######## key_serializer ########
Fig. 1: key_serializer, cell classes on the final placement
Bar = 50 µm.
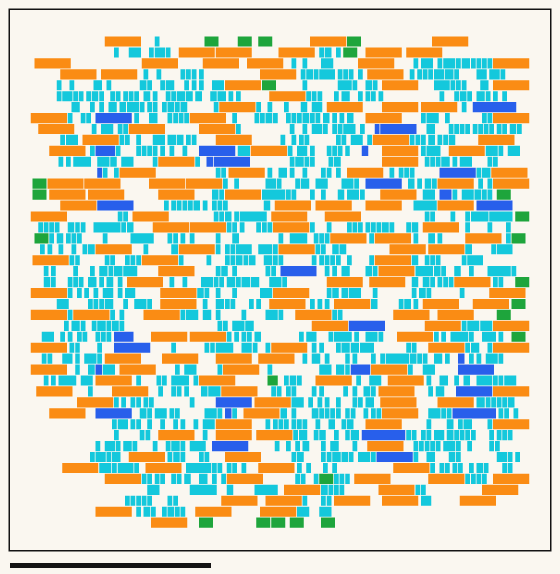

**config.mk**
```make
export PLATFORM = sky130hd
export DESIGN_NAME = key_serializer
export DESIGN_NICKNAME = d
export VERILOG_FILES = /design/src/rtl/key_serializer.sv
export SDC_FILE = /design/constraint.sdc
export NUM_CORES = 1
export LEC_CHECK = 0
export ABC_AREA = 1
export CORE_MARGIN = 5
export CORE_UTILIZATION = 55
export CTS_CLUSTER_SIZE = 20
export DETAILED_ROUTE_END_ITERATION = 10
export HOLD_SLACK_MARGIN = 0.05
export PLACE_DENSITY_LB_ADDON = 0.1
export SYNTH_ARGS = -nofsm -noshare
export SYNTH_HDL_FRONTEND = slang
export SYNTH_SLANG_ARGS = --single-unit
```
**constraint.sdc**
```tcl
create_clock -name clk -period 17.05 [get_ports clk]
set_input_delay 3.41 -clock clk [delete_from_list [all_inputs] [get_ports clk]]
set_output_delay 3.41 -clock clk [all_outputs]
set_load 0.03 [all_outputs]
```
**src/rtl/key_serializer.sv**
```systemverilog
// Button debouncer plus frame-synchronised serial key transmitter.
// Each csync reloads the word; each csync-low pvalid slot sends one bit, MSB first.
module key_serializer #(
  parameter int unsigned DB_CYCLES = 16384,
  parameter logic [7:0]  INVERT    = 8'h00
) (
  input  logic       clk,
  input  logic       rst,
  input  logic       csync,
  input  logic       pvalid,
  input  logic [7:0] buttons,
  output logic       skey,
  output logic       busy,
  output logic       word_done,
  output logic [7:0] debounced
);

  localparam logic [15:0] DB_LAST = 16'(DB_CYCLES - 1);

  localparam logic [1:0] IDLE  = 2'd0;
  localparam logic [1:0] LOAD  = 2'd1;
  localparam logic [1:0] SHIFT = 2'd2;
  localparam logic [1:0] DONE  = 2'd3;

  logic [7:0]  sync1, sync2;
  logic [15:0] db_cnt [8];
  logic [1:0]  state;
  logic [7:0]  sr;
  logic [3:0]  bitcnt;

  always_ff @(posedge clk or posedge rst) begin
    if (rst) begin
      sync1 <= '0;
      sync2 <= '0;
    end else begin
      sync1 <= buttons;
      sync2 <= sync1;
    end
  end

  // Counter runs only while the synchronized level disagrees with the debounced one.
  always_ff @(posedge clk or posedge rst) begin
    if (rst) begin
      debounced <= '0;
      for (int i = 0; i < 8; i++) db_cnt[i] <= '0;
    end else begin
      for (int i = 0; i < 8; i++) begin
        if (sync2[i] == debounced[i]) begin
          db_cnt[i] <= '0;
        end else if (db_cnt[i] == DB_LAST) begin
          debounced[i] <= sync2[i];
          db_cnt[i]    <= '0;
        end else begin
          db_cnt[i] <= db_cnt[i] + 16'd1;
        end
      end
    end
  end

  // csync wins over pvalid and aborts any word in flight.
  always_ff @(posedge clk or posedge rst) begin
    if (rst) begin
      state     <= IDLE;
      sr        <= '0;
      bitcnt    <= '0;
      word_done <= 1'b0;
    end else begin
      word_done <= 1'b0;
      if (csync) begin
        sr     <= debounced ^ INVERT;
        bitcnt <= '0;
        state  <= LOAD;
      end else if (pvalid && (state == LOAD || state == SHIFT) && bitcnt < 4'd8) begin
        sr     <= {sr[6:0], 1'b0};
        bitcnt <= bitcnt + 4'd1;
        if (bitcnt == 4'd7) begin
          state     <= DONE;
          word_done <= 1'b1;
        end else begin
          state <= SHIFT;
        end
      end
    end
  end

  assign busy = (state == LOAD) || (state == SHIFT);
  assign skey = busy ? sr[7] : 1'b0;

endmodule
```
######## shared_reg_uart_tx ########
[src/rtl/diy8_pkg.sv]
// -----------------------------------------------------------------------------
// diy8_pkg -- shared definitions for the shared-register UART transmitter.
//
// Contents:
//   DEFAULT_CLKS_PER_BIT  default bit time in clk cycles
//   LAST_DATA_BIT         index of the final data bit (bit counter wraps after it)
//   state_e               transmitter FSM states
//
// Build option:
//   SHARED_REG_UART_TX_PARITY_EN  when defined, adds the PARITY state (even
//                                 parity bit between the data bits and STOP).
// -----------------------------------------------------------------------------
package diy8_pkg;

    localparam int         DEFAULT_CLKS_PER_BIT = 16;
    localparam logic [2:0] LAST_DATA_BIT        = 3'd7;

    typedef enum logic [2:0] {
        IDLE   = 3'd0,
        FETCH  = 3'd1,
        LOAD   = 3'd2,
        START  = 3'd3,
        DATA   = 3'd4,
        STOP   = 3'd5
`ifdef SHARED_REG_UART_TX_PARITY_EN
        ,
        PARITY = 3'd6
`endif
    } state_e;

endpackage

[src/rtl/shared_reg_uart_tx_baud_tick.sv]
// -----------------------------------------------------------------------------
// baud_tick -- bit-time counter for the shared-register UART transmitter.
//
// Counts clk cycles from 0 to CLKS_PER_BIT-1 and wraps. tick is high for the
// single cycle in which the count equals CLKS_PER_BIT-1, i.e. the last cycle
// of a bit time. clear forces the count back to 0 at the next edge.
//
// Ports:
//   clk    in   clock, rising edge
//   nrst   in   asynchronous active-low reset (count = 0)
//   clear  in   restart the bit time
//   tick   out  last cycle of the current bit time
// -----------------------------------------------------------------------------
module baud_tick
    import diy8_pkg::*;
#(
    parameter int CLKS_PER_BIT = DEFAULT_CLKS_PER_BIT
) (
    input  logic clk,
    input  logic nrst,
    input  logic clear,
    output logic tick
);

    localparam int               CNT_W = $clog2(CLKS_PER_BIT);
    localparam logic [CNT_W-1:0] LAST  = CNT_W'(CLKS_PER_BIT - 1);

    logic [CNT_W-1:0] cnt_q;
    logic [CNT_W-1:0] cnt_d;

    assign tick = (cnt_q == LAST);

    always_comb begin
        cnt_d = cnt_q + 1'b1;
        if (clear || tick) begin
            cnt_d = '0;
        end
    end

    always_ff @(posedge clk or negedge nrst) begin
        if (!nrst) begin
            cnt_q <= '0;
        end else begin
            cnt_q <= cnt_d;
        end
    end

endmodule

[src/rtl/shared_reg_uart_tx.sv]
// -----------------------------------------------------------------------------
// shared_reg_uart_tx -- reader end of a 1-byte shared register feeding an
// 8N1 (or 8E1) serial transmitter, LSB first.
//
// Ports:
//   clk          in   clock, rising edge
//   nrst         in   asynchronous active-low reset
//   en           in   1 = a new byte may be fetched (checked only in IDLE)
//   has_data     in   shared register holds a byte (checked only in IDLE)
//   rd           out  registered read strobe, one cycle per byte
//   rd_data[7:0] in   byte from the shared register, valid the cycle after rd
//   txd          out  serial line, idle high
//   busy         out  1 whenever the FSM is not IDLE
//   dbg_state_o  out  current FSM state, for observation only
//
// Handshake: the writer raises has_data while it holds a byte. The reader
// answers with a one-cycle rd; the writer drops has_data and presents the
// byte on rd_data for the following cycle, where it is captured on the
// LOAD -> START edge. No other value of rd_data is ever used.
//
// Build option:
//   SHARED_REG_UART_TX_PARITY_EN  inserts an even-parity bit (11-bit frame);
//                                 otherwise the frame is 10 bits.
// -----------------------------------------------------------------------------
module shared_reg_uart_tx
    import diy8_pkg::*;
#(
    parameter int CLKS_PER_BIT = DEFAULT_CLKS_PER_BIT
) (
    input  logic       clk,
    input  logic       nrst,
    input  logic       en,
    input  logic       has_data,
    output logic       rd,
    input  logic [7:0] rd_data,
    output logic       txd,
    output logic       busy,
    output state_e     dbg_state_o
);

    state_e     state_q;
    state_e     state_d;
    logic       rd_q;
    logic [7:0] shift_q;
    logic [7:0] shift_d;
    logic [2:0] bit_cnt_q;
    logic [2:0] bit_cnt_d;
    // Low for the first edge after reset release so that no fetch can start
    // before the second rising edge.
    logic       armed_q;
    logic       tick;
    logic       bit_clear;
`ifdef SHARED_REG_UART_TX_PARITY_EN
    logic       parity_q;
    logic       parity_d;
`endif

    // The bit time restarts whenever the state changes; inside DATA the
    // counter simply wraps from one bit to the next.
    assign bit_clear = (state_d != state_q);

    baud_tick #(
        .CLKS_PER_BIT(CLKS_PER_BIT)
    ) u_baud_tick (
        .clk  (clk),
        .nrst (nrst),
        .clear(bit_clear),
        .tick (tick)
    );

    always_comb begin
        state_d   = state_q;
        shift_d   = shift_q;
        bit_cnt_d = bit_cnt_q;
`ifdef SHARED_REG_UART_TX_PARITY_EN
        parity_d  = parity_q;
`endif
        unique case (state_q)
            IDLE: begin
                if (armed_q && en && has_data) begin
                    state_d = FETCH;
                end
            end
            FETCH: begin
                state_d = LOAD;
            end
            LOAD: begin
                state_d = START;
                shift_d = rd_data;
`ifdef SHARED_REG_UART_TX_PARITY_EN
                parity_d = ^rd_data;
`endif
            end
            START: begin
                if (tick) begin
                    state_d = DATA;
                end
            end
            DATA: begin
                if (tick) begin
                    shift_d   = {1'b0, shift_q[7:1]};
                    bit_cnt_d = bit_cnt_q + 3'd1;
                    if (bit_cnt_q == LAST_DATA_BIT) begin
`ifdef SHARED_REG_UART_TX_PARITY_EN
                        state_d = PARITY;
`else
                        state_d = STOP;
`endif
                    end
                end
            end
`ifdef SHARED_REG_UART_TX_PARITY_EN
            PARITY: begin
                if (tick) begin
                    state_d = STOP;
                end
            end
`endif
            STOP: begin
                if (tick) begin
                    state_d = IDLE;
                end
            end
            default: begin
                state_d = IDLE;
            end
        endcase
    end

    always_comb begin
        txd = 1'b1;
        case (state_q)
            START:   txd = 1'b0;
            DATA:    txd = shift_q[0];
`ifdef SHARED_REG_UART_TX_PARITY_EN
            PARITY:  txd = parity_q;
`endif
            default: txd = 1'b1;
        endcase
    end

    always_ff @(posedge clk or negedge nrst) begin
        if (!nrst) begin
            state_q   <= IDLE;
            rd_q      <= 1'b0;
            shift_q   <= 8'h00;
            bit_cnt_q <= 3'd0;
            armed_q   <= 1'b0;
`ifdef SHARED_REG_UART_TX_PARITY_EN
            parity_q  <= 1'b0;
`endif
        end else begin
            state_q   <= state_d;
            rd_q      <= (state_d == FETCH);
            shift_q   <= shift_d;
            bit_cnt_q <= bit_cnt_d;
            armed_q   <= 1'b1;
`ifdef SHARED_REG_UART_TX_PARITY_EN
            parity_q  <= parity_d;
`endif
        end
    end

    assign rd          = rd_q;
    assign busy        = (state_q != IDLE);
    assign dbg_state_o = state_q;

endmodule

[config.mk]
export PLATFORM = sky130hd
export DESIGN_NAME = shared_reg_uart_tx
export DESIGN_NICKNAME = d
export VERILOG_FILES = /design/src/rtl/diy8_pkg.sv /design/src/rtl/shared_reg_uart_tx_baud_tick.sv /design/src/rtl/shared_reg_uart_tx.sv
export SDC_FILE = /design/constraint.sdc
export NUM_CORES = 1
export LEC_CHECK = 0
export CAP_MARGIN = 20
export CORE_MARGIN = 5
export CORE_UTILIZATION = 45
export DETAILED_ROUTE_END_ITERATION = 10
export GPL_TIMING_DRIVEN = 0
export PLACE_DENSITY = 0.7
export RECOVER_POWER = 50
export SLEW_MARGIN = 10
export SYNTH_ARGS = -nofsm -noshare
export SYNTH_HDL_FRONTEND = slang
export SYNTH_HIERARCHICAL = 1
export SYNTH_SLANG_ARGS = --single-unit
[constraint.sdc]
create_clock -name clk -period 4.95 [get_ports clk]
set_input_delay 0.7425 -clock clk [delete_from_list [all_inputs] [get_ports clk]]
set_output_delay 0.7425 -clock clk [all_outputs]
set_load 0.02 [all_outputs]
######## tile_fetch_agu ########
$ cat src/rtl/tile_fetch_agu_pkg.sv
// Shared definitions for the tile fetch address generator: FSM encoding,
// default geometry and the on-chip buffer base-address map.
package tile_fetch_pkg;

   typedef enum logic [1:0] {
      ST_IDLE  = 2'd0,
      ST_ISSUE = 2'd1,
      ST_DRAIN = 2'd2,
      ST_DONE  = 2'd3
   } fetch_state_e;

   localparam int DEF_ADDR_WIDTH = 16;
   localparam int DEF_CNT_WIDTH  = 10;
   localparam int DEF_RD_LATENCY = 2;

   // Buffer region bases inside the shared BRAM address space
   localparam logic [15:0] BUF_W_BASE = 16'd0;
   localparam logic [15:0] BUF_B_BASE = 16'd64;
   localparam logic [15:0] BUF_I_BASE = 16'd112;
   localparam logic [15:0] BUF_K_BASE = 16'd2048;
   localparam logic [15:0] BUF_V_BASE = 16'd4096;

endpackage

$ cat src/rtl/tile_fetch_agu_valid_pipe.sv
// Delay line carrying {valid, last} alongside BRAM read latency; a flush
// drops every in-flight entry.
module fetch_valid_pipe #(
   parameter int DEPTH = 2
) (
   input  logic clk,
   input  logic rst_n,
   input  logic flush,
   input  logic in_valid,
   input  logic in_last,
   output logic out_valid,
   output logic out_last
);

   logic [DEPTH-1:0] valid_r;
   logic [DEPTH-1:0] last_r;

   // Shift stage registers; last is only kept together with valid
   always_ff @(posedge clk or negedge rst_n) begin
      if (!rst_n) begin
         valid_r <= {DEPTH{1'b0}};
         last_r  <= {DEPTH{1'b0}};
      end else if (flush) begin
         valid_r <= {DEPTH{1'b0}};
         last_r  <= {DEPTH{1'b0}};
      end else begin
         valid_r[0] <= in_valid;
         last_r[0]  <= in_valid & in_last;
         for (int i = 1; i < DEPTH; i++) begin
            valid_r[i] <= valid_r[i-1];
            last_r[i]  <= last_r[i-1];
         end
      end
   end

   assign out_valid = valid_r[DEPTH-1];
   assign out_last  = last_r[DEPTH-1];

endmodule

$ cat src/rtl/tile_fetch_agu.sv
// 2-D tile fetch address generator: one BRAM read per cycle from a latched
// descriptor. Optional overflow flag built with TILE_FETCH_AGU_BOUNDS_CHECK_EN.
module tile_fetch_agu
   import tile_fetch_pkg::*;
#(
   parameter int ADDR_WIDTH = DEF_ADDR_WIDTH,
   parameter int CNT_WIDTH  = DEF_CNT_WIDTH,
   parameter int RD_LATENCY = DEF_RD_LATENCY
) (
   input  logic                  clk,
   input  logic                  rst_n,
   input  logic                  start,
   input  logic                  abort,
   input  logic [ADDR_WIDTH-1:0] desc_base,
   input  logic [CNT_WIDTH-1:0]  desc_inner_cnt,
   input  logic [ADDR_WIDTH-1:0] desc_inner_stride,
   input  logic [CNT_WIDTH-1:0]  desc_outer_cnt,
   input  logic [ADDR_WIDTH-1:0] desc_outer_stride,
   input  logic                  issue_ready,
   output logic                  bram_en,
   output logic [ADDR_WIDTH-1:0] bram_addr,
   output logic                  rd_valid,
   output logic                  rd_last,
   output logic                  busy,
   output logic                  fetch_done,
   output logic                  addr_err
);

`ifdef TILE_FETCH_AGU_BOUNDS_CHECK_EN
   localparam int SUM_W = ADDR_WIDTH + 1;
`else
   localparam int SUM_W = ADDR_WIDTH;
`endif
   localparam logic [CNT_WIDTH-1:0] CNT_ONE  = {{(CNT_WIDTH-1){1'b0}}, 1'b1};
   localparam logic [CNT_WIDTH-1:0] CNT_ZERO = {CNT_WIDTH{1'b0}};

   fetch_state_e          state_r, state_s;
   logic [ADDR_WIDTH-1:0] addr_r, row_r, istride_r, ostride_r, bram_addr_r;
   logic [CNT_WIDTH-1:0]  icnt_r, ocnt_r, in_r, out_r;
   logic                  bram_en_r, last_r, busy_r, done_r;

   logic [ADDR_WIDTH-1:0] cur_addr_s, cur_row_s, cur_istride_s, cur_ostride_s;
   logic [CNT_WIDTH-1:0]  cur_in_s, cur_out_s, cur_icnt_s, cur_ocnt_s;
   logic [ADDR_WIDTH-1:0] addr_n_s, row_n_s;
   logic [CNT_WIDTH-1:0]  in_n_s, out_n_s;
   logic [SUM_W-1:0]      sum_inner_s, sum_outer_s;
   logic                  idle_s, accept_s, zero_s, fire_s, end_row_s, final_s;
   logic                  pipe_valid_s, pipe_last_s, flush_s;
`ifdef TILE_FETCH_AGU_BOUNDS_CHECK_EN
   logic                  carry_s;
   logic                  err_r;
`endif

   // Issue decision, address stepping and next-state selection
   always_comb begin
      idle_s = (state_r == ST_IDLE);
      // In IDLE the descriptor inputs stand in for the not-yet-latched copy
      if (idle_s) begin
         cur_addr_s    = desc_base;
         cur_row_s     = desc_base;
         cur_in_s      = CNT_ZERO;
         cur_out_s     = CNT_ZERO;
         cur_icnt_s    = desc_inner_cnt;
         cur_ocnt_s    = desc_outer_cnt;
         cur_istride_s = desc_inner_stride;
         cur_ostride_s = desc_outer_stride;
      end else begin
         cur_addr_s    = addr_r;
         cur_row_s     = row_r;
         cur_in_s      = in_r;
         cur_out_s     = out_r;
         cur_icnt_s    = icnt_r;
         cur_ocnt_s    = ocnt_r;
         cur_istride_s = istride_r;
         cur_ostride_s = ostride_r;
      end
      accept_s  = idle_s & start & ~abort;
      zero_s    = (desc_inner_cnt == CNT_ZERO) | (desc_outer_cnt == CNT_ZERO);
      fire_s    = issue_ready & ~abort & ((accept_s & ~zero_s) | (state_r == ST_ISSUE));
      end_row_s = (cur_in_s == cur_icnt_s - CNT_ONE);
      final_s   = end_row_s & (cur_out_s == cur_ocnt_s - CNT_ONE);

      sum_inner_s = SUM_W'(cur_addr_s) + SUM_W'(cur_istride_s);
      sum_outer_s = SUM_W'(cur_row_s) + SUM_W'(cur_ostride_s);
      if (end_row_s) begin
         row_n_s  = sum_outer_s[ADDR_WIDTH-1:0];
         addr_n_s = sum_outer_s[ADDR_WIDTH-1:0];
         in_n_s   = CNT_ZERO;
         out_n_s  = cur_out_s + CNT_ONE;
      end else begin
         row_n_s  = cur_row_s;
         addr_n_s = sum_inner_s[ADDR_WIDTH-1:0];
         in_n_s   = cur_in_s + CNT_ONE;
         out_n_s  = cur_out_s;
      end
`ifdef TILE_FETCH_AGU_BOUNDS_CHECK_EN
      carry_s = fire_s & ~final_s & (end_row_s ? sum_outer_s[ADDR_WIDTH] : sum_inner_s[ADDR_WIDTH]);
`endif

      state_s = state_r;
      case (state_r)
         ST_IDLE: begin
            if (accept_s) begin
               if (zero_s) begin
                  state_s = ST_DONE;
               end else if (fire_s & final_s) begin
                  state_s = ST_DRAIN;
               end else begin
                  state_s = ST_ISSUE;
               end
            end else begin
               state_s = ST_IDLE;
            end
         end
         ST_ISSUE: begin
            if (abort) begin
               state_s = ST_IDLE;
            end else if (fire_s & final_s) begin
               state_s = ST_DRAIN;
            end else begin
               state_s = ST_ISSUE;
            end
         end
         ST_DRAIN: begin
            if (abort) begin
               state_s = ST_IDLE;
            end else if (pipe_valid_s & pipe_last_s) begin
               state_s = ST_DONE;
            end else begin
               state_s = ST_DRAIN;
            end
         end
         ST_DONE:  state_s = ST_IDLE;
         default:  state_s = ST_IDLE;
      endcase
   end

   // State, descriptor, walk counters and registered outputs
   always_ff @(posedge clk or negedge rst_n) begin
      if (!rst_n) begin
         state_r     <= ST_IDLE;
         addr_r      <= {ADDR_WIDTH{1'b0}};
         row_r       <= {ADDR_WIDTH{1'b0}};
         istride_r   <= {ADDR_WIDTH{1'b0}};
         ostride_r   <= {ADDR_WIDTH{1'b0}};
         bram_addr_r <= {ADDR_WIDTH{1'b0}};
         icnt_r      <= CNT_ZERO;
         ocnt_r      <= CNT_ZERO;
         in_r        <= CNT_ZERO;
         out_r       <= CNT_ZERO;
         bram_en_r   <= 1'b0;
         last_r      <= 1'b0;
         busy_r      <= 1'b0;
         done_r      <= 1'b0;
      end else begin
         state_r <= state_s;
         if (accept_s) begin
            icnt_r    <= desc_inner_cnt;
            ocnt_r    <= desc_outer_cnt;
            istride_r <= desc_inner_stride;
            ostride_r <= desc_outer_stride;
         end
         if (fire_s) begin
            addr_r      <= addr_n_s;
            row_r       <= row_n_s;
            in_r        <= in_n_s;
            out_r       <= out_n_s;
            bram_addr_r <= cur_addr_s;
         end else if (accept_s) begin
            addr_r <= desc_base;
            row_r  <= desc_base;
            in_r   <= CNT_ZERO;
            out_r  <= CNT_ZERO;
         end
         bram_en_r <= fire_s;
         last_r    <= fire_s & final_s;
         busy_r    <= (state_s != ST_IDLE);
         done_r    <= (state_s == ST_DONE);
      end
   end

   assign flush_s = abort & ~idle_s;

   fetch_valid_pipe #(
      .DEPTH (RD_LATENCY)
   ) u_valid_pipe (
      .clk       (clk),
      .rst_n     (rst_n),
      .flush     (flush_s),
      .in_valid  (bram_en_r),
      .in_last   (last_r),
      .out_valid (pipe_valid_s),
      .out_last  (pipe_last_s)
   );

`ifdef TILE_FETCH_AGU_BOUNDS_CHECK_EN
   // Sticky overflow flag, rearmed by each accepted descriptor
   always_ff @(posedge clk or negedge rst_n) begin
      if (!rst_n) begin
         err_r <= 1'b0;
      end else if (accept_s) begin
         err_r <= carry_s;
      end else begin
         err_r <= err_r | carry_s;
      end
   end
   assign addr_err = err_r;
`else
   assign addr_err = 1'b0;
`endif

   assign bram_en    = bram_en_r;
   assign bram_addr  = bram_addr_r;
   assign rd_valid   = pipe_valid_s;
   assign rd_last    = pipe_last_s;
   assign busy       = busy_r;
   assign fetch_done = done_r;

endmodule

$ cat config.mk
export PLATFORM = sky130hd
export DESIGN_NAME = tile_fetch_agu
export DESIGN_NICKNAME = d
export VERILOG_FILES = /design/src/rtl/tile_fetch_agu_pkg.sv /design/src/rtl/tile_fetch_agu_valid_pipe.sv /design/src/rtl/tile_fetch_agu.sv
export SDC_FILE = /design/constraint.sdc
export NUM_CORES = 1
export LEC_CHECK = 0
export ABC_AREA = 1
export CAP_MARGIN = 5
export CORE_ASPECT_RATIO = 0.6
export CORE_MARGIN = 2
export CORE_UTILIZATION = 40
export DETAILED_ROUTE_END_ITERATION = 7
export PLACE_DENSITY = 0.67
export SYNTH_ARGS = -nofsm -noshare
export SYNTH_HDL_FRONTEND = slang
export SYNTH_HIERARCHICAL = 1
export SYNTH_SLANG_ARGS = --single-unit
$ cat constraint.sdc
create_clock -name clk -period 3.56 [get_ports clk]
set_input_delay 1.068 -clock clk [delete_from_list [all_inputs] [get_ports clk]]
set_output_delay 1.068 -clock clk [all_outputs]
set_load 0.01 [all_outputs]
######## seg7_diff_display ########
### src/rtl/seg7_diff_display.sv
// seg7_diff_display
//   Display stage for a 3-bit ripple borrow subtractor. A load strobe
//   snapshots the operands and the subtractor result; the result is shown
//   as sign + magnitude on a time-multiplexed 4-digit common-anode display.
//   Digit layout: an[3] = A, an[2] = B (dp lit when borrow-in set),
//   an[1] = sign (dash when negative), an[0] = |A - B - Cin|.
//
//   Handshake: load is a plain 1-cycle strobe with no back-pressure; every
//   cycle it is high (and rst_n is high) the inputs are captured, so the
//   last of several back-to-back loads wins.
//
// Ports
//   clk    in   1  rising-edge clock
//   rst_n  in   1  synchronous active-low reset
//   load   in   1  capture strobe for a, b, cin, r, bout
//   a      in   3  minuend
//   b      in   3  subtrahend
//   cin    in   1  borrow-in
//   r      in   3  difference (a - b - cin) mod 8
//   bout   in   1  borrow-out, 1 = negative result
//   an     out  4  digit enables, active-low
//   seg    out  7  segments {g,f,e,d,c,b,a}, active-low
//   dp     out  1  decimal point, active-low
module seg7_diff_display #(
  parameter int REFRESH_DIV = 50000
) (
  input  logic       clk,
  input  logic       rst_n,
  input  logic       load,
  input  logic [2:0] a,
  input  logic [2:0] b,
  input  logic       cin,
  input  logic [2:0] r,
  input  logic       bout,
  output logic [3:0] an,
  output logic [6:0] seg,
  output logic       dp
);

  localparam int CW = $clog2(REFRESH_DIV);
  localparam logic [CW-1:0] LAST = CW'(REFRESH_DIV - 1);

  localparam logic [6:0] SEG_DASH  = 7'b0111111;
  localparam logic [6:0] SEG_BLANK = 7'b1111111;

  typedef enum logic [1:0] {
    DIG0 = 2'd0,
    DIG1 = 2'd1,
    DIG2 = 2'd2,
    DIG3 = 2'd3
  } scan_e;

  scan_e         state_q, state_d;
  logic [CW-1:0] cnt_q, cnt_d;
  logic          wrap;

  logic          valid_q, valid_d;
  logic [2:0]    a_q, a_d;
  logic [2:0]    b_q, b_d;
  logic          cin_q, cin_d;
  logic [2:0]    r_q, r_d;
  logic          bout_q, bout_d;

  logic [3:0]    an_q, an_d;
  logic [6:0]    seg_q, seg_d;
  logic          dp_q, dp_d;

  logic [3:0]    mag;

  function automatic logic [6:0] hex_font(input logic [3:0] v);
    logic [6:0] s;
    case (v)
      4'h0: s = 7'b1000000;
      4'h1: s = 7'b1111001;
      4'h2: s = 7'b0100100;
      4'h3: s = 7'b0110000;
      4'h4: s = 7'b0011001;
      4'h5: s = 7'b0010010;
      4'h6: s = 7'b0000010;
      4'h7: s = 7'b1111000;
      4'h8: s = 7'b0000000;
      4'h9: s = 7'b0010000;
      4'hA: s = 7'b0001000;
      4'hB: s = 7'b0000011;
      4'hC: s = 7'b1000110;
      4'hD: s = 7'b0100001;
      4'hE: s = 7'b0000110;
      default: s = 7'b0001110;
    endcase
    return s;
  endfunction

  // A negative result r is the two's-complement wrap of -(8 - r), so the
  // magnitude is 8 - r; the single case r=0 with borrow gives 8.
  assign mag = bout_q ? (4'd8 - {1'b0, r_q}) : {1'b0, r_q};

  always_comb begin
    wrap    = (cnt_q == LAST);
    cnt_d   = wrap ? '0 : cnt_q + 1'b1;

    state_d = state_q;
    if (wrap) begin
      case (state_q)
        DIG0:    state_d = DIG1;
        DIG1:    state_d = DIG2;
        DIG2:    state_d = DIG3;
        default: state_d = DIG0;
      endcase
    end

    valid_d = valid_q;
    a_d     = a_q;
    b_d     = b_q;
    cin_d   = cin_q;
    r_d     = r_q;
    bout_d  = bout_q;
    if (load) begin
      valid_d = 1'b1;
      a_d     = a;
      b_d     = b;
      cin_d   = cin;
      r_d     = r;
      bout_d  = bout;
    end

    // Outputs come from the current (pre-edge) index and snapshot, so a
    // load and a wrap on the same edge appear together one cycle later.
    an_d  = 4'b1111;
    seg_d = SEG_DASH;
    dp_d  = 1'b1;
    case (state_q)
      DIG0: begin
        an_d = 4'b1110;
        if (valid_q) seg_d = hex_font(mag);
      end
      DIG1: begin
        an_d = 4'b1101;
        if (valid_q) seg_d = bout_q ? SEG_DASH : SEG_BLANK;
      end
      DIG2: begin
        an_d = 4'b1011;
        if (valid_q) begin
          seg_d = hex_font({1'b0, b_q});
          dp_d  = ~cin_q;
        end
      end
      default: begin
        an_d = 4'b0111;
        if (valid_q) seg_d = hex_font({1'b0, a_q});
      end
    endcase
  end

  always_ff @(posedge clk) begin
    if (!rst_n) begin
      state_q <= DIG0;
      cnt_q   <= '0;
      valid_q <= 1'b0;
      a_q     <= '0;
      b_q     <= '0;
      cin_q   <= 1'b0;
      r_q     <= '0;
      bout_q  <= 1'b0;
      an_q    <= 4'b1111;
      seg_q   <= SEG_BLANK;
      dp_q    <= 1'b1;
    end else begin
      state_q <= state_d;
      cnt_q   <= cnt_d;
      valid_q <= valid_d;
      a_q     <= a_d;
      b_q     <= b_d;
      cin_q   <= cin_d;
      r_q     <= r_d;
      bout_q  <= bout_d;
      an_q    <= an_d;
      seg_q   <= seg_d;
      dp_q    <= dp_d;
    end
  end

  assign an  = an_q;
  assign seg = seg_q;
  assign dp  = dp_q;

endmodule

### config.mk
export PLATFORM = sky130hd
export DESIGN_NAME = seg7_diff_display
export DESIGN_NICKNAME = d
export VERILOG_FILES = /design/src/rtl/seg7_diff_display.sv
export SDC_FILE = /design/constraint.sdc
export NUM_CORES = 1
export LEC_CHECK = 0
export CAP_MARGIN = 40
export CORE_ASPECT_RATIO = 1.75
export CORE_MARGIN = 4
export CORE_UTILIZATION = 51
export DETAILED_ROUTE_END_ITERATION = 7
export HOLD_SLACK_MARGIN = 0.12
export PLACE_DENSITY = 0.84
export SYNTH_ARGS = -nofsm -noshare
export SYNTH_HDL_FRONTEND = slang
export SYNTH_SLANG_ARGS = --single-unit
export TNS_END_PERCENT = 100
### constraint.sdc
create_clock -name clk -period 2.2 [get_ports clk]
set_input_delay 0.55 -clock clk [delete_from_list [all_inputs] [get_ports clk]]
set_output_delay 0.55 -clock clk [all_outputs]
set_load 0.03 [all_outputs]

==> screenshots <==
Cell classes on the final placement.
(a)
Bar = 20 µm.
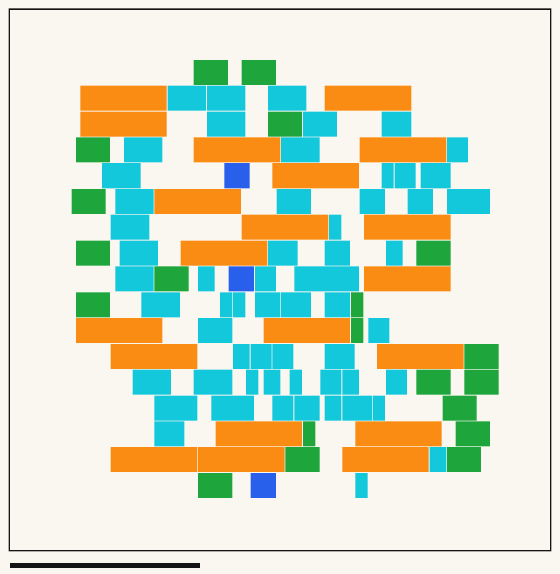
(b)
Bar = 20 µm.
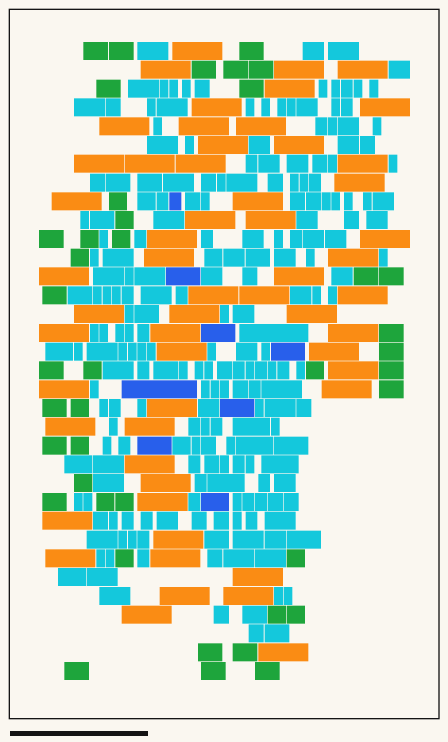
(c)
Bar = 50 µm.
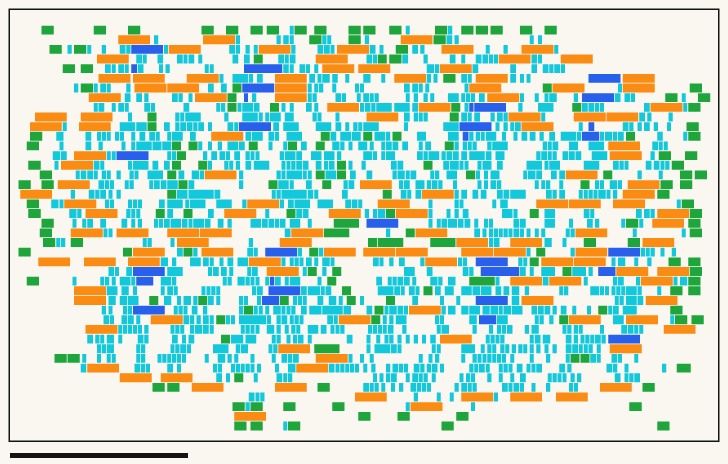
Of these, most cells: (c)
Of these, fewest cells: (a)
(c) is tile_fetch_agu.
(b) is seg7_diff_display.
(a) is shared_reg_uart_tx.

Key to (c):
color	class	cells
orange	registers	130
cyan	remaining logic cells	1183
blue	clock drivers and dummy loads	30
green	remaining buffers and delay cells	170

Fig. 2: tile_fetch_agu, power grid
Pins as bars on the die edge.
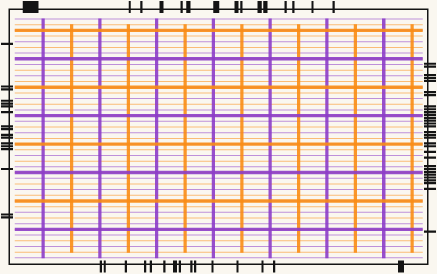
color	net
orange	VDD
purple	VSS
met4 straps	14
met5 straps	8
signal pins	95
rows	42
met1 rails	43
horizontal die dimension: 199.4 µm
peak supply drop: 0.3409 mV
core area: 22280 µm²

==> run_summary.xml, tile_fetch_agu <==
<?xml version="1.0" encoding="UTF-8"?>
<metrics>
  <group name="placement">
    <metric name="dp_hpwl" unit="µm">19820</metric>
    <metric name="numPlacedInstances" unit="">1791</metric>
    <metric name="area_after_dpl" unit="µm²">10870</metric>
  </group>
  <group name="cts">
    <metric name="worst_skew_pair.late_latency" unit="ns">0.44</metric>
  </group>
  <group name="global_routing">
    <metric name="global_route.usage.met2" unit="">0.3125</metric>
  </group>
  <group name="run_status">
    <metric name="outcome" unit="">finished, final reports clean</metric>
  </group>
  <group name="setup_path">
    <metric name="required" unit="ns">3.87</metric>
  </group>
  <group name="timing">
    <metric name="rsz0062_at_grt" unit="">no</metric>
    <metric name="worst-slew-pin-transition" unit="ns">0.7137</metric>
    <metric name="fmax" unit="GHz">0.2999</metric>
  </group>
  <group name="pwr">
    <metric name="power.largest_group" unit="">combinational cells</metric>
    <metric name="total_power_consumption_of_the_routed_design" unit="mW">5.851</metric>
    <metric name="power.share.sequential" unit="">0.328</metric>
  </group>
  <group name="min_path">
    <metric name="min-delay-start" unit="">u_valid_pipe/valid_r[0]$_DFF_PN0_</metric>
  </group>
  <group name="finish">
    <metric name="layout.clock_buffers" unit="">25</metric>
    <metric name="layout.clock.cell_area_share" unit="">0.05072</metric>
  </group>
</metrics>
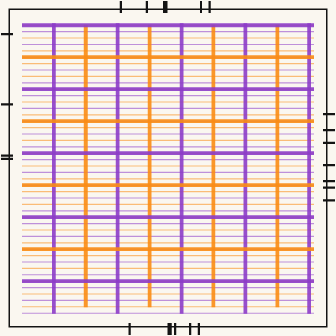
Fig. 3. Power grid (key_serializer).
Pins as bars on the die edge.
color	net
purple	VSS
orange	VDD
rows	45
met4 straps	9
signal pins	23
horizontal die dimension: 134.3 µm
peak supply drop: 0.07117 mV
die height: 134.3 µm

Fig. 4: key_serializer, routed metal, one color a layer
Two of the layers only.
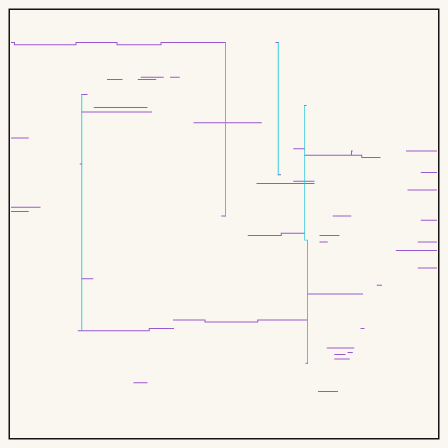
color	layer	wire length
purple	M3	436 µm
cyan	M4	252 µm
post-DR wirelength/cell: 11.55 µm
GRT Total Usage: 0.1833
number of vias in the routed layout: 6440
final routed wirelength across all metal layers: 15100 µm

Notes on Fig. 1 above:
color	class	cells
orange	registers	167
green	remaining buffers and delay cells	23
blue	clock drivers and dummy loads	31
cyan	remaining logic cells	899
fin util: 0.6277
sequential portion of the cell area: 0.4380
number of core rows: 45
core area: 15200 µm²

==> run_summary.xml, key_serializer <==
<?xml version="1.0" encoding="UTF-8"?>
<metrics>
  <group name="routing">
    <metric name="topRoutingLayerUsed" unit="">met4</metric>
    <metric name="met2_length" unit="µm">7078</metric>
  </group>
  <group name="timing">
    <metric name="final.setup_skew" unit="ns">0.005620</metric>
    <metric name="rsz0062_at_grt" unit="">no</metric>
    <metric name="crit_share_post_route" unit="">0.3070</metric>
    <metric name="final-hold-violation-count" unit="">0</metric>
    <metric name="fmax" unit="GHz">0.1910</metric>
  </group>
  <group name="cts">
    <metric name="clkSlewWorstSetupHoldPaths" unit="ns">0.06</metric>
    <metric name="clock_sink_count" unit="">167</metric>
  </group>
  <group name="synth">
    <metric name="synth.distinct_cells" unit="">31</metric>
    <metric name="synth-edff-count" unit="">0</metric>
    <metric name="library_cell_with_the_highest_instance_count_after_synthesis" unit="">sky130_fd_sc_hd__nand2_1</metric>
  </group>
  <group name="min_path">
    <metric name="hold_path.class" unit="">reg2reg</metric>
    <metric name="hold-path-cell-count" unit="">0</metric>
  </group>
  <group name="setup_path">
    <metric name="crit_arrival" unit="ns">1.82</metric>
    <metric name="rr_worst_depth" unit="">8</metric>
  </group>
  <group name="finish">
    <metric name="dominant_cells" unit="">flip-flops and latches</metric>
    <metric name="comb_share" unit="">0.4078</metric>
    <metric name="layout.cells.most_common" unit="">sky130_fd_sc_hd__nand2_1</metric>
  </group>
  <group name="placement">
    <metric name="dp_hpwl" unit="µm">10580</metric>
  </group>
  <group name="run_status">
    <metric name="outcome" unit="">finished, final reports clean</metric>
  </group>
</metrics>
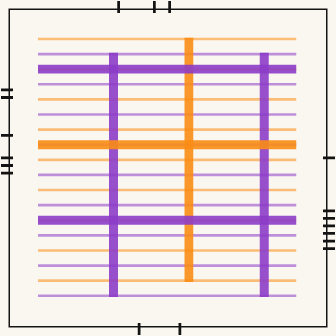
Fig. 5. Power grid (shared_reg_uart_tx).
Pins as bars on the die edge.
color	net
purple	VSS
orange	VDD
met5 straps	3
met4 straps	3
die height: 56.90 µm
horizontal die dimension: 56.90 µm
core area: 2148 µm²
peak supply drop: 0.1401 mV

==> run_summary.xml, shared_reg_uart_tx <==
<?xml version="1.0" encoding="UTF-8"?>
<metrics>
  <group name="global_routing">
    <metric name="global_route_wire_length_before_repair" unit="µm">3063</metric>
  </group>
  <group name="cts">
    <metric name="tritoncts" unit="">built</metric>
  </group>
  <group name="routing">
    <metric name="number_of_vias_in_the_routed_layout" unit="">679</metric>
    <metric name="routed_met3_length" unit="µm">98</metric>
  </group>
  <group name="timing">
    <metric name="worst-slew-pin-transition" unit="ns">0.9043</metric>
  </group>
  <group name="finish">
    <metric name="fin_area" unit="µm²">1211</metric>
    <metric name="postLayoutCoreUtil" unit="">0.5638</metric>
    <metric name="seqCellArea" unit="µm²">500.5</metric>
    <metric name="layout.comb_gates.multi_input" unit="">56</metric>
  </group>
  <group name="synth">
    <metric name="netlist_instances" unit="">81</metric>
    <metric name="synth_adder_area_share" unit="">0.03793</metric>
  </group>
  <group name="setup_path">
    <metric name="rr_endpoint" unit="">shift_q[5]$_DFFE_PN0P_</metric>
    <metric name="cp.depth" unit="">4</metric>
    <metric name="worstSetupEndpointType" unit="">output pin</metric>
    <metric name="crit_arrival" unit="ns">2.09</metric>
  </group>
  <group name="floorplanning">
    <metric name="io_pins" unit="">18</metric>
  </group>
  <group name="run_status">
    <metric name="outcome" unit="">finished, final reports clean</metric>
  </group>
  <group name="min_path">
    <metric name="hold_path_end" unit="">bit_cnt_q[0]$_DFFE_PN0P_</metric>
  </group>
</metrics>
Fig. 6: seg7_diff_display, power grid
Pins as bars on the die edge.
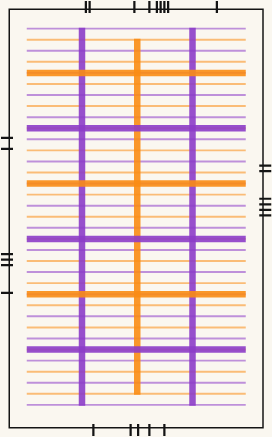
color	net
purple	VSS
orange	VDD
rows	34
met5 straps	6
met1 rails	35
signal pins	26
peak supply drop: 0.6579 mV
die height: 102.5 µm
core area: 4977 µm²

==> run_summary.xml, seg7_diff_display <==
<?xml version="1.0" encoding="UTF-8"?>
<metrics>
  <group name="run_status">
    <metric name="outcome" unit="">finished, final reports clean</metric>
  </group>
  <group name="global_routing">
    <metric name="grt_use_met3" unit="">0.02882</metric>
    <metric name="via_count_of_the_first_global_routing_pass" unit="">1976</metric>
  </group>
  <group name="setup_path">
    <metric name="critPathLaunchType" unit="">flop</metric>
    <metric name="cp.depth" unit="">9</metric>
  </group>
  <group name="routing">
    <metric name="wl_per_cell" unit="µm">14.21</metric>
    <metric name="drtIter0Drc" unit="">101</metric>
    <metric name="postRouteWirelength" unit="µm">5327</metric>
    <metric name="vias_per_cell" unit="">5.280</metric>
  </group>
  <group name="timing">
    <metric name="fmax" unit="GHz">0.4959</metric>
    <metric name="layout_setup_ws" unit="ns">0.1836</metric>
  </group>
  <group name="synth">
    <metric name="yosys.area_share.xor_xnor" unit="">0.06394</metric>
    <metric name="mappedNetlistArea" unit="µm²">2602</metric>
    <metric name="yosys.area_share.simple" unit="">0.2053</metric>
  </group>
  <group name="min_path">
    <metric name="hold_path_end" unit="">dp$_SDFF_PN1_</metric>
  </group>
  <group name="cts">
    <metric name="ctsLongestPathBuffers" unit="">2</metric>
    <metric name="clock_tree.htree_level_count" unit="">2</metric>
    <metric name="cts_setup_buffers" unit="">0</metric>
    <metric name="cts_hold_buf" unit="">0</metric>
  </group>
  <group name="finish">
    <metric name="dominant_cells" unit="">multi-input combinational cells</metric>
    <metric name="final_layout_top_logic_cells" unit="">sky130_fd_sc_hd__dfxtp_1, sky130_fd_sc_hd__nor2_1, sky130_fd_sc_hd__nand2_1</metric>
    <metric name="areaGrowthSynthToFinish" unit="%">20.29</metric>
    <metric name="final_layout_size_suffix_gt1_frac" unit="">0.1277</metric>
    <metric name="seqCellArea" unit="µm²">1121</metric>
  </group>
  <group name="placement">
    <metric name="numPlacedInstances" unit="">367</metric>
  </group>
  <group name="pwr">
    <metric name="clock_share_of_power" unit="">0.336</metric>
  </group>
  <group name="floorplanning">
    <metric name="die-width" unit="µm">62</metric>
  </group>
</metrics>

######## uart_tx_flat ########
Fig. 7: uart_tx_flat, power grid
Pins as bars on the die edge.
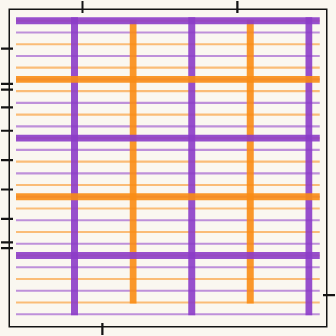
Fig. 8: uart_tx_flat, cell classes on the final placement
Bar = 20 µm.
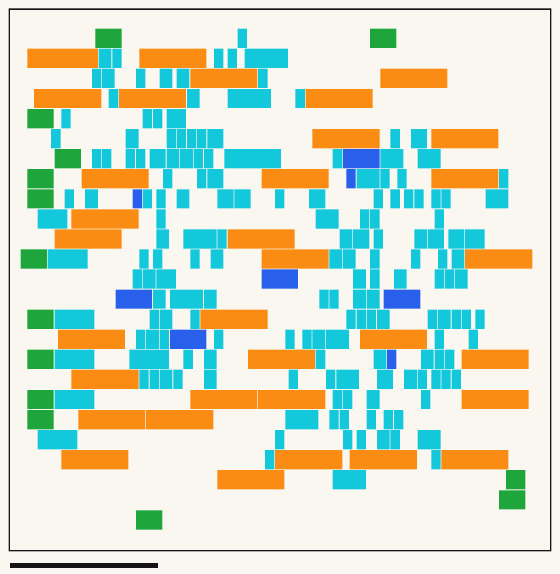
Fig. 9: uart_tx_flat, clock wires, drivers and flops
Bar = 20 µm.
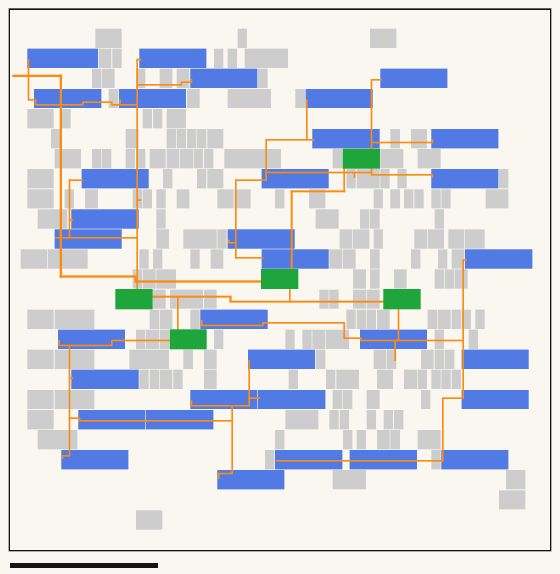
<file path="config.mk">
export PLATFORM = sky130hd
export DESIGN_NAME = uart_tx_flat
export DESIGN_NICKNAME = d
export VERILOG_FILES = /design/src/rtl/uart_tx_if.sv /design/src/rtl/uart_tx.sv /design/src/flat_wrapper.sv
export SDC_FILE = /design/constraint.sdc
export NUM_CORES = 1
export LEC_CHECK = 0
export ABC_AREA = 1
export CAP_MARGIN = 25
export CORE_MARGIN = 1
export CORE_UTILIZATION = 35
export DETAILED_ROUTE_END_ITERATION = 6
export HOLD_SLACK_MARGIN = 0.15
export PLACE_DENSITY = 0.52
export SYNTH_ARGS = -nofsm -noshare
export SYNTH_HDL_FRONTEND = slang
export SYNTH_SLANG_ARGS = --single-unit
export TNS_END_PERCENT = 5
</file>
<file path="constraint.sdc">
create_clock -name iClock -period 4.6 [get_ports iClock]
set_clock_uncertainty 0.05 [all_clocks]
set_input_delay 0.92 -clock iClock [delete_from_list [all_inputs] [get_ports iClock]]
set_output_delay 0.92 -clock iClock [all_outputs]
set_load 0.02 [all_outputs]
</file>
<file path="src/rtl/uart_tx_if.sv">
// rtl/uart_tx_if.sv - byte handshake and serial line bundle for uart_tx
//
// Signals:
//   iData    [7:0]  byte to send, sampled on the accepting edge
//   iTxSend         send request, honoured only while the transmitter is idle
//   oTx             serial line, idles high
//   oBusy           high from accept until the frame completes
//   oTxDone         one-cycle pulse at frame completion
// Modports: master = sender stage, slave = transmitter.
interface uart_tx_if;
    logic [7:0] iData;
    logic       iTxSend;
    logic       oTx;
    logic       oBusy;
    logic       oTxDone;

    modport master (output iData, output iTxSend,
                    input  oTx,   input  oBusy, input oTxDone);
    modport slave  (input  iData, input  iTxSend,
                    output oTx,   output oBusy, output oTxDone);
endinterface

</file>
<file path="src/rtl/uart_tx.sv">
// rtl/uart_tx.sv - 8N1 (or 8E1) asynchronous serial transmitter
//
// Parameters: CLK_HZ (system clock, Hz), BAUD (line rate); one bit lasts
//             CLK_HZ/BAUD clocks, truncated, and must be at least 2.
// Ports:
//   iClock          system clock, rising edge
//   iReset_n        asynchronous active-low reset
//   bus (slave)     iData/iTxSend in, oTx/oBusy/oTxDone out (all outputs registered)
// Build option: define UART_TX_PARITY_EN for an even-parity bit between
//               the data and stop bits (8E1); undefined gives 8N1.
module uart_tx #(
    parameter int CLK_HZ = 50000000,
    parameter int BAUD   = 115200
) (
    input  logic       iClock,
    input  logic       iReset_n,
    uart_tx_if.slave   bus
);
    localparam int          CLKS_PER_BIT = CLK_HZ / BAUD;
    localparam logic [15:0] LAST_CNT     = 16'(CLKS_PER_BIT - 1);

    generate
        if (CLKS_PER_BIT < 2) begin : g_bad_baud
            $error("uart_tx: CLK_HZ/BAUD must be at least 2");
        end
    endgenerate

`ifdef UART_TX_PARITY_EN
    typedef enum logic [2:0] {
        S_IDLE   = 3'd0,
        S_START  = 3'd1,
        S_DATA   = 3'd2,
        S_PARITY = 3'd3,
        S_STOP   = 3'd4
    } state_t;
`else
    typedef enum logic [2:0] {
        S_IDLE   = 3'd0,
        S_START  = 3'd1,
        S_DATA   = 3'd2,
        S_STOP   = 3'd4
    } state_t;
`endif

    state_t      r_state;
    logic [15:0] r_clk_cnt;
    logic [2:0]  r_bit_idx;
    logic [7:0]  r_shift;
    logic        r_tx;
    logic        r_busy;
    logic        r_done;
`ifdef UART_TX_PARITY_EN
    logic        r_parity;
`endif

    logic w_bit_end;
    assign w_bit_end = (r_clk_cnt == LAST_CNT);

    // Every transition drives the level of the *next* bit so that oTx
    // changes exactly on the bit boundary edge.
    always_ff @(posedge iClock or negedge iReset_n) begin
        if (!iReset_n) begin
            r_state   <= S_IDLE;
            r_clk_cnt <= '0;
            r_bit_idx <= '0;
            r_shift   <= '0;
            r_tx      <= 1'b1;
            r_busy    <= 1'b0;
            r_done    <= 1'b0;
`ifdef UART_TX_PARITY_EN
            r_parity  <= 1'b0;
`endif
        end else begin
            r_done <= 1'b0;
            case (r_state)
                S_IDLE: begin
                    r_tx      <= 1'b1;
                    r_clk_cnt <= '0;
                    r_bit_idx <= '0;
                    if (bus.iTxSend) begin
                        r_shift <= bus.iData;
`ifdef UART_TX_PARITY_EN
                        r_parity <= ^bus.iData;
`endif
                        r_tx    <= 1'b0;
                        r_busy  <= 1'b1;
                        r_state <= S_START;
                    end
                end
                S_START: begin
                    if (w_bit_end) begin
                        r_clk_cnt <= '0;
                        r_tx      <= r_shift[0];
                        r_state   <= S_DATA;
                    end else begin
                        r_clk_cnt <= r_clk_cnt + 16'd1;
                    end
                end
                S_DATA: begin
                    if (w_bit_end) begin
                        r_clk_cnt <= '0;
                        if (r_bit_idx == 3'd7) begin
                            r_bit_idx <= '0;
`ifdef UART_TX_PARITY_EN
                            r_tx    <= r_parity;
                            r_state <= S_PARITY;
`else
                            r_tx    <= 1'b1;
                            r_state <= S_STOP;
`endif
                        end else begin
                            r_bit_idx <= r_bit_idx + 3'd1;
                            r_tx      <= r_shift[r_bit_idx + 3'd1];
                        end
                    end else begin
                        r_clk_cnt <= r_clk_cnt + 16'd1;
                    end
                end
`ifdef UART_TX_PARITY_EN
                S_PARITY: begin
                    if (w_bit_end) begin
                        r_clk_cnt <= '0;
                        r_tx      <= 1'b1;
                        r_state   <= S_STOP;
                    end else begin
                        r_clk_cnt <= r_clk_cnt + 16'd1;
                    end
                end
`endif
                S_STOP: begin
                    if (w_bit_end) begin
                        // Returning to IDLE here lets a send in the done
                        // cycle start the next frame with no idle gap.
                        r_clk_cnt <= '0;
                        r_busy    <= 1'b0;
                        r_done    <= 1'b1;
                        r_state   <= S_IDLE;
                    end else begin
                        r_clk_cnt <= r_clk_cnt + 16'd1;
                    end
                end
                default: begin
                    r_state   <= S_IDLE;
                    r_clk_cnt <= '0;
                    r_bit_idx <= '0;
                    r_tx      <= 1'b1;
                    r_busy    <= 1'b0;
                end
            endcase
        end
    end

    assign bus.oTx     = r_tx;
    assign bus.oBusy   = r_busy;
    assign bus.oTxDone = r_done;
endmodule

</file>
<file path="src/flat_wrapper.sv">
// flat-port wrapper written by rule: the top's interface ports become plain ports
module uart_tx_flat 
#(
    parameter int CLK_HZ = 50000000,
    parameter int BAUD   = 115200
)
  (iClock, iReset_n, bus_iData, bus_iTxSend, bus_oTx, bus_oBusy, bus_oTxDone);
  uart_tx_if bus_i ();
  input  logic iClock;
  input  logic iReset_n;
  input wire logic [$bits(bus_i.iData)-1:0] bus_iData;
  input wire logic [$bits(bus_i.iTxSend)-1:0] bus_iTxSend;
  output wire logic [$bits(bus_i.oTx)-1:0] bus_oTx;
  output wire logic [$bits(bus_i.oBusy)-1:0] bus_oBusy;
  output wire logic [$bits(bus_i.oTxDone)-1:0] bus_oTxDone;
  assign bus_i.iData = bus_iData;
  assign bus_i.iTxSend = bus_iTxSend;
  assign bus_oTx = bus_i.oTx;
  assign bus_oBusy = bus_i.oBusy;
  assign bus_oTxDone = bus_i.oTxDone;
  uart_tx #(.CLK_HZ(CLK_HZ), .BAUD(BAUD)) u_core (.iClock(iClock), .iReset_n(iReset_n), .bus(bus_i));
endmodule
</file>
==> run_summary.xml <==
<?xml version="1.0" encoding="UTF-8"?>
<metrics>
  <group name="setup_path">
    <metric name="crit_end" unit="">bus_oTx</metric>
    <metric name="worstPathBufferInverterCount" unit="">1</metric>
    <metric name="path_class" unit="">reg2out</metric>
    <metric name="worstSetupStartpoint" unit="">u_core.bus.oTx$_DFFE_PN1P_</metric>
    <metric name="crit_slowest_cell" unit="">sky130_fd_sc_hd__clkdlybuf4s50_1</metric>
    <metric name="critPathMaxStageDelay" unit="ns">0.59</metric>
    <metric name="worstSetupEndpointType" unit="">output pin</metric>
  </group>
  <group name="finish">
    <metric name="top_register" unit="">u_core.r_clk_cnt</metric>
    <metric name="final_layout_size_suffix_gt1_frac" unit="">0.1261</metric>
    <metric name="comb_share" unit="">0.4079</metric>
    <metric name="design.final.nets" unit="">244</metric>
    <metric name="inv_count" unit="">25</metric>
    <metric name="antenna_cells" unit="">0</metric>
    <metric name="dominant_cells" unit="">multi-input combinational cells</metric>
  </group>
  <group name="pwr">
    <metric name="pwr-share-comb" unit="">0.387</metric>
    <metric name="leakagePower" unit="nW">0.9321</metric>
  </group>
  <group name="timing">
    <metric name="worst-slew-pin-transition" unit="ns">0.4930</metric>
    <metric name="setup_total_negative_slack" unit="ns">0</metric>
  </group>
  <group name="synth">
    <metric name="netlist_instances" unit="">209</metric>
    <metric name="ys_sh_aoi" unit="">0.05994</metric>
    <metric name="synth.net_count" unit="">224</metric>
    <metric name="ys_sh_mux" unit="">0.05712</metric>
    <metric name="asyncSetResetFlopFracSynth" unit="">1.000</metric>
  </group>
  <group name="placement">
    <metric name="place.port_buffers" unit="">13</metric>
    <metric name="globalplace.congestion" unit="">0.7587</metric>
  </group>
  <group name="global_routing">
    <metric name="via_count_of_the_first_global_routing_pass" unit="">1428</metric>
    <metric name="grt_overflow" unit="">0</metric>
  </group>
  <group name="routing">
    <metric name="routed_met3_length" unit="µm">140</metric>
    <metric name="wl_per_cell" unit="µm">11.62</metric>
    <metric name="routedLengthMet1" unit="µm">1636</metric>
  </group>
  <group name="cts">
    <metric name="clock_tree.htree_level_count" unit="">2</metric>
  </group>
  <group name="run_status">
    <metric name="outcome" unit="">finished, final reports clean</metric>
  </group>
</metrics>
About Fig. 7:
color	net
orange	VDD
purple	VSS
met5 straps	5
met4 straps	5
signal pins	14
rows	25
met1 rails	26
horizontal die dimension: 73.20 µm
peak supply drop: 0.2396 mV
core area: 4786 µm²
die height: 73.20 µm

About Fig. 8:
color	class	cells
orange	registers	33
green	remaining buffers and delay cells	14
blue	clock drivers and dummy loads	8
cyan	remaining logic cells	175
Layout Cell Area excl Fill: 2064 µm²
number of core rows: 25

About Fig. 9:
[green] clock-net drivers | count: 5
[blue] flip-flops | count: 33
[orange] clock wires | length: 492 µm
flops lie	widely spread
clock share of power: 0.203
Late-Pin Clk Latency: 0.28 ns
power drawn by the clock network: 211 µW



## Gallery

The clock network.
shot_01.png
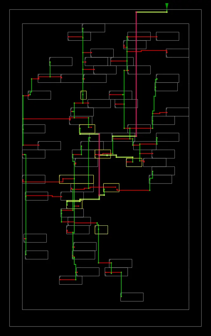
shot_02.png
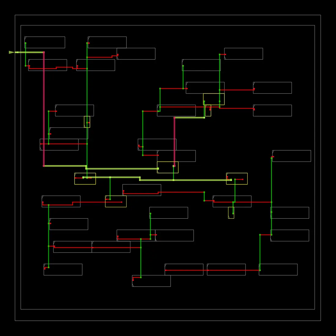
shot_03.png
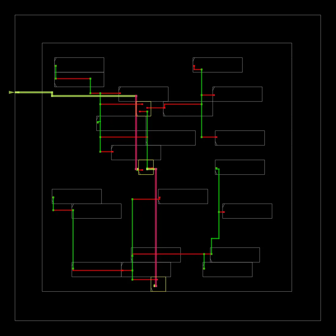
shot_04.png
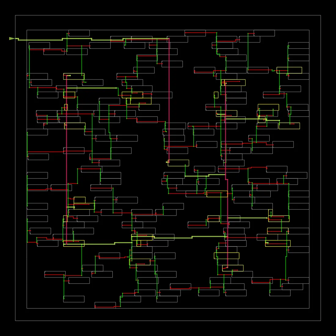
shot_05.png
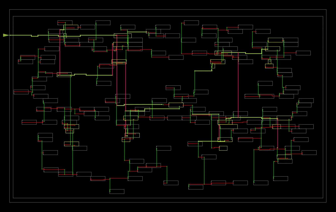
- shot_01.png = seg7_diff_display
- shot_04.png = key_serializer
- shot_02.png = uart_tx_flat
- shot_05.png = tile_fetch_agu
- shot_03.png = shared_reg_uart_tx
The one with the most sequential cells is shot_04.png.

Power is estimated from default activity; no workload was simulated.
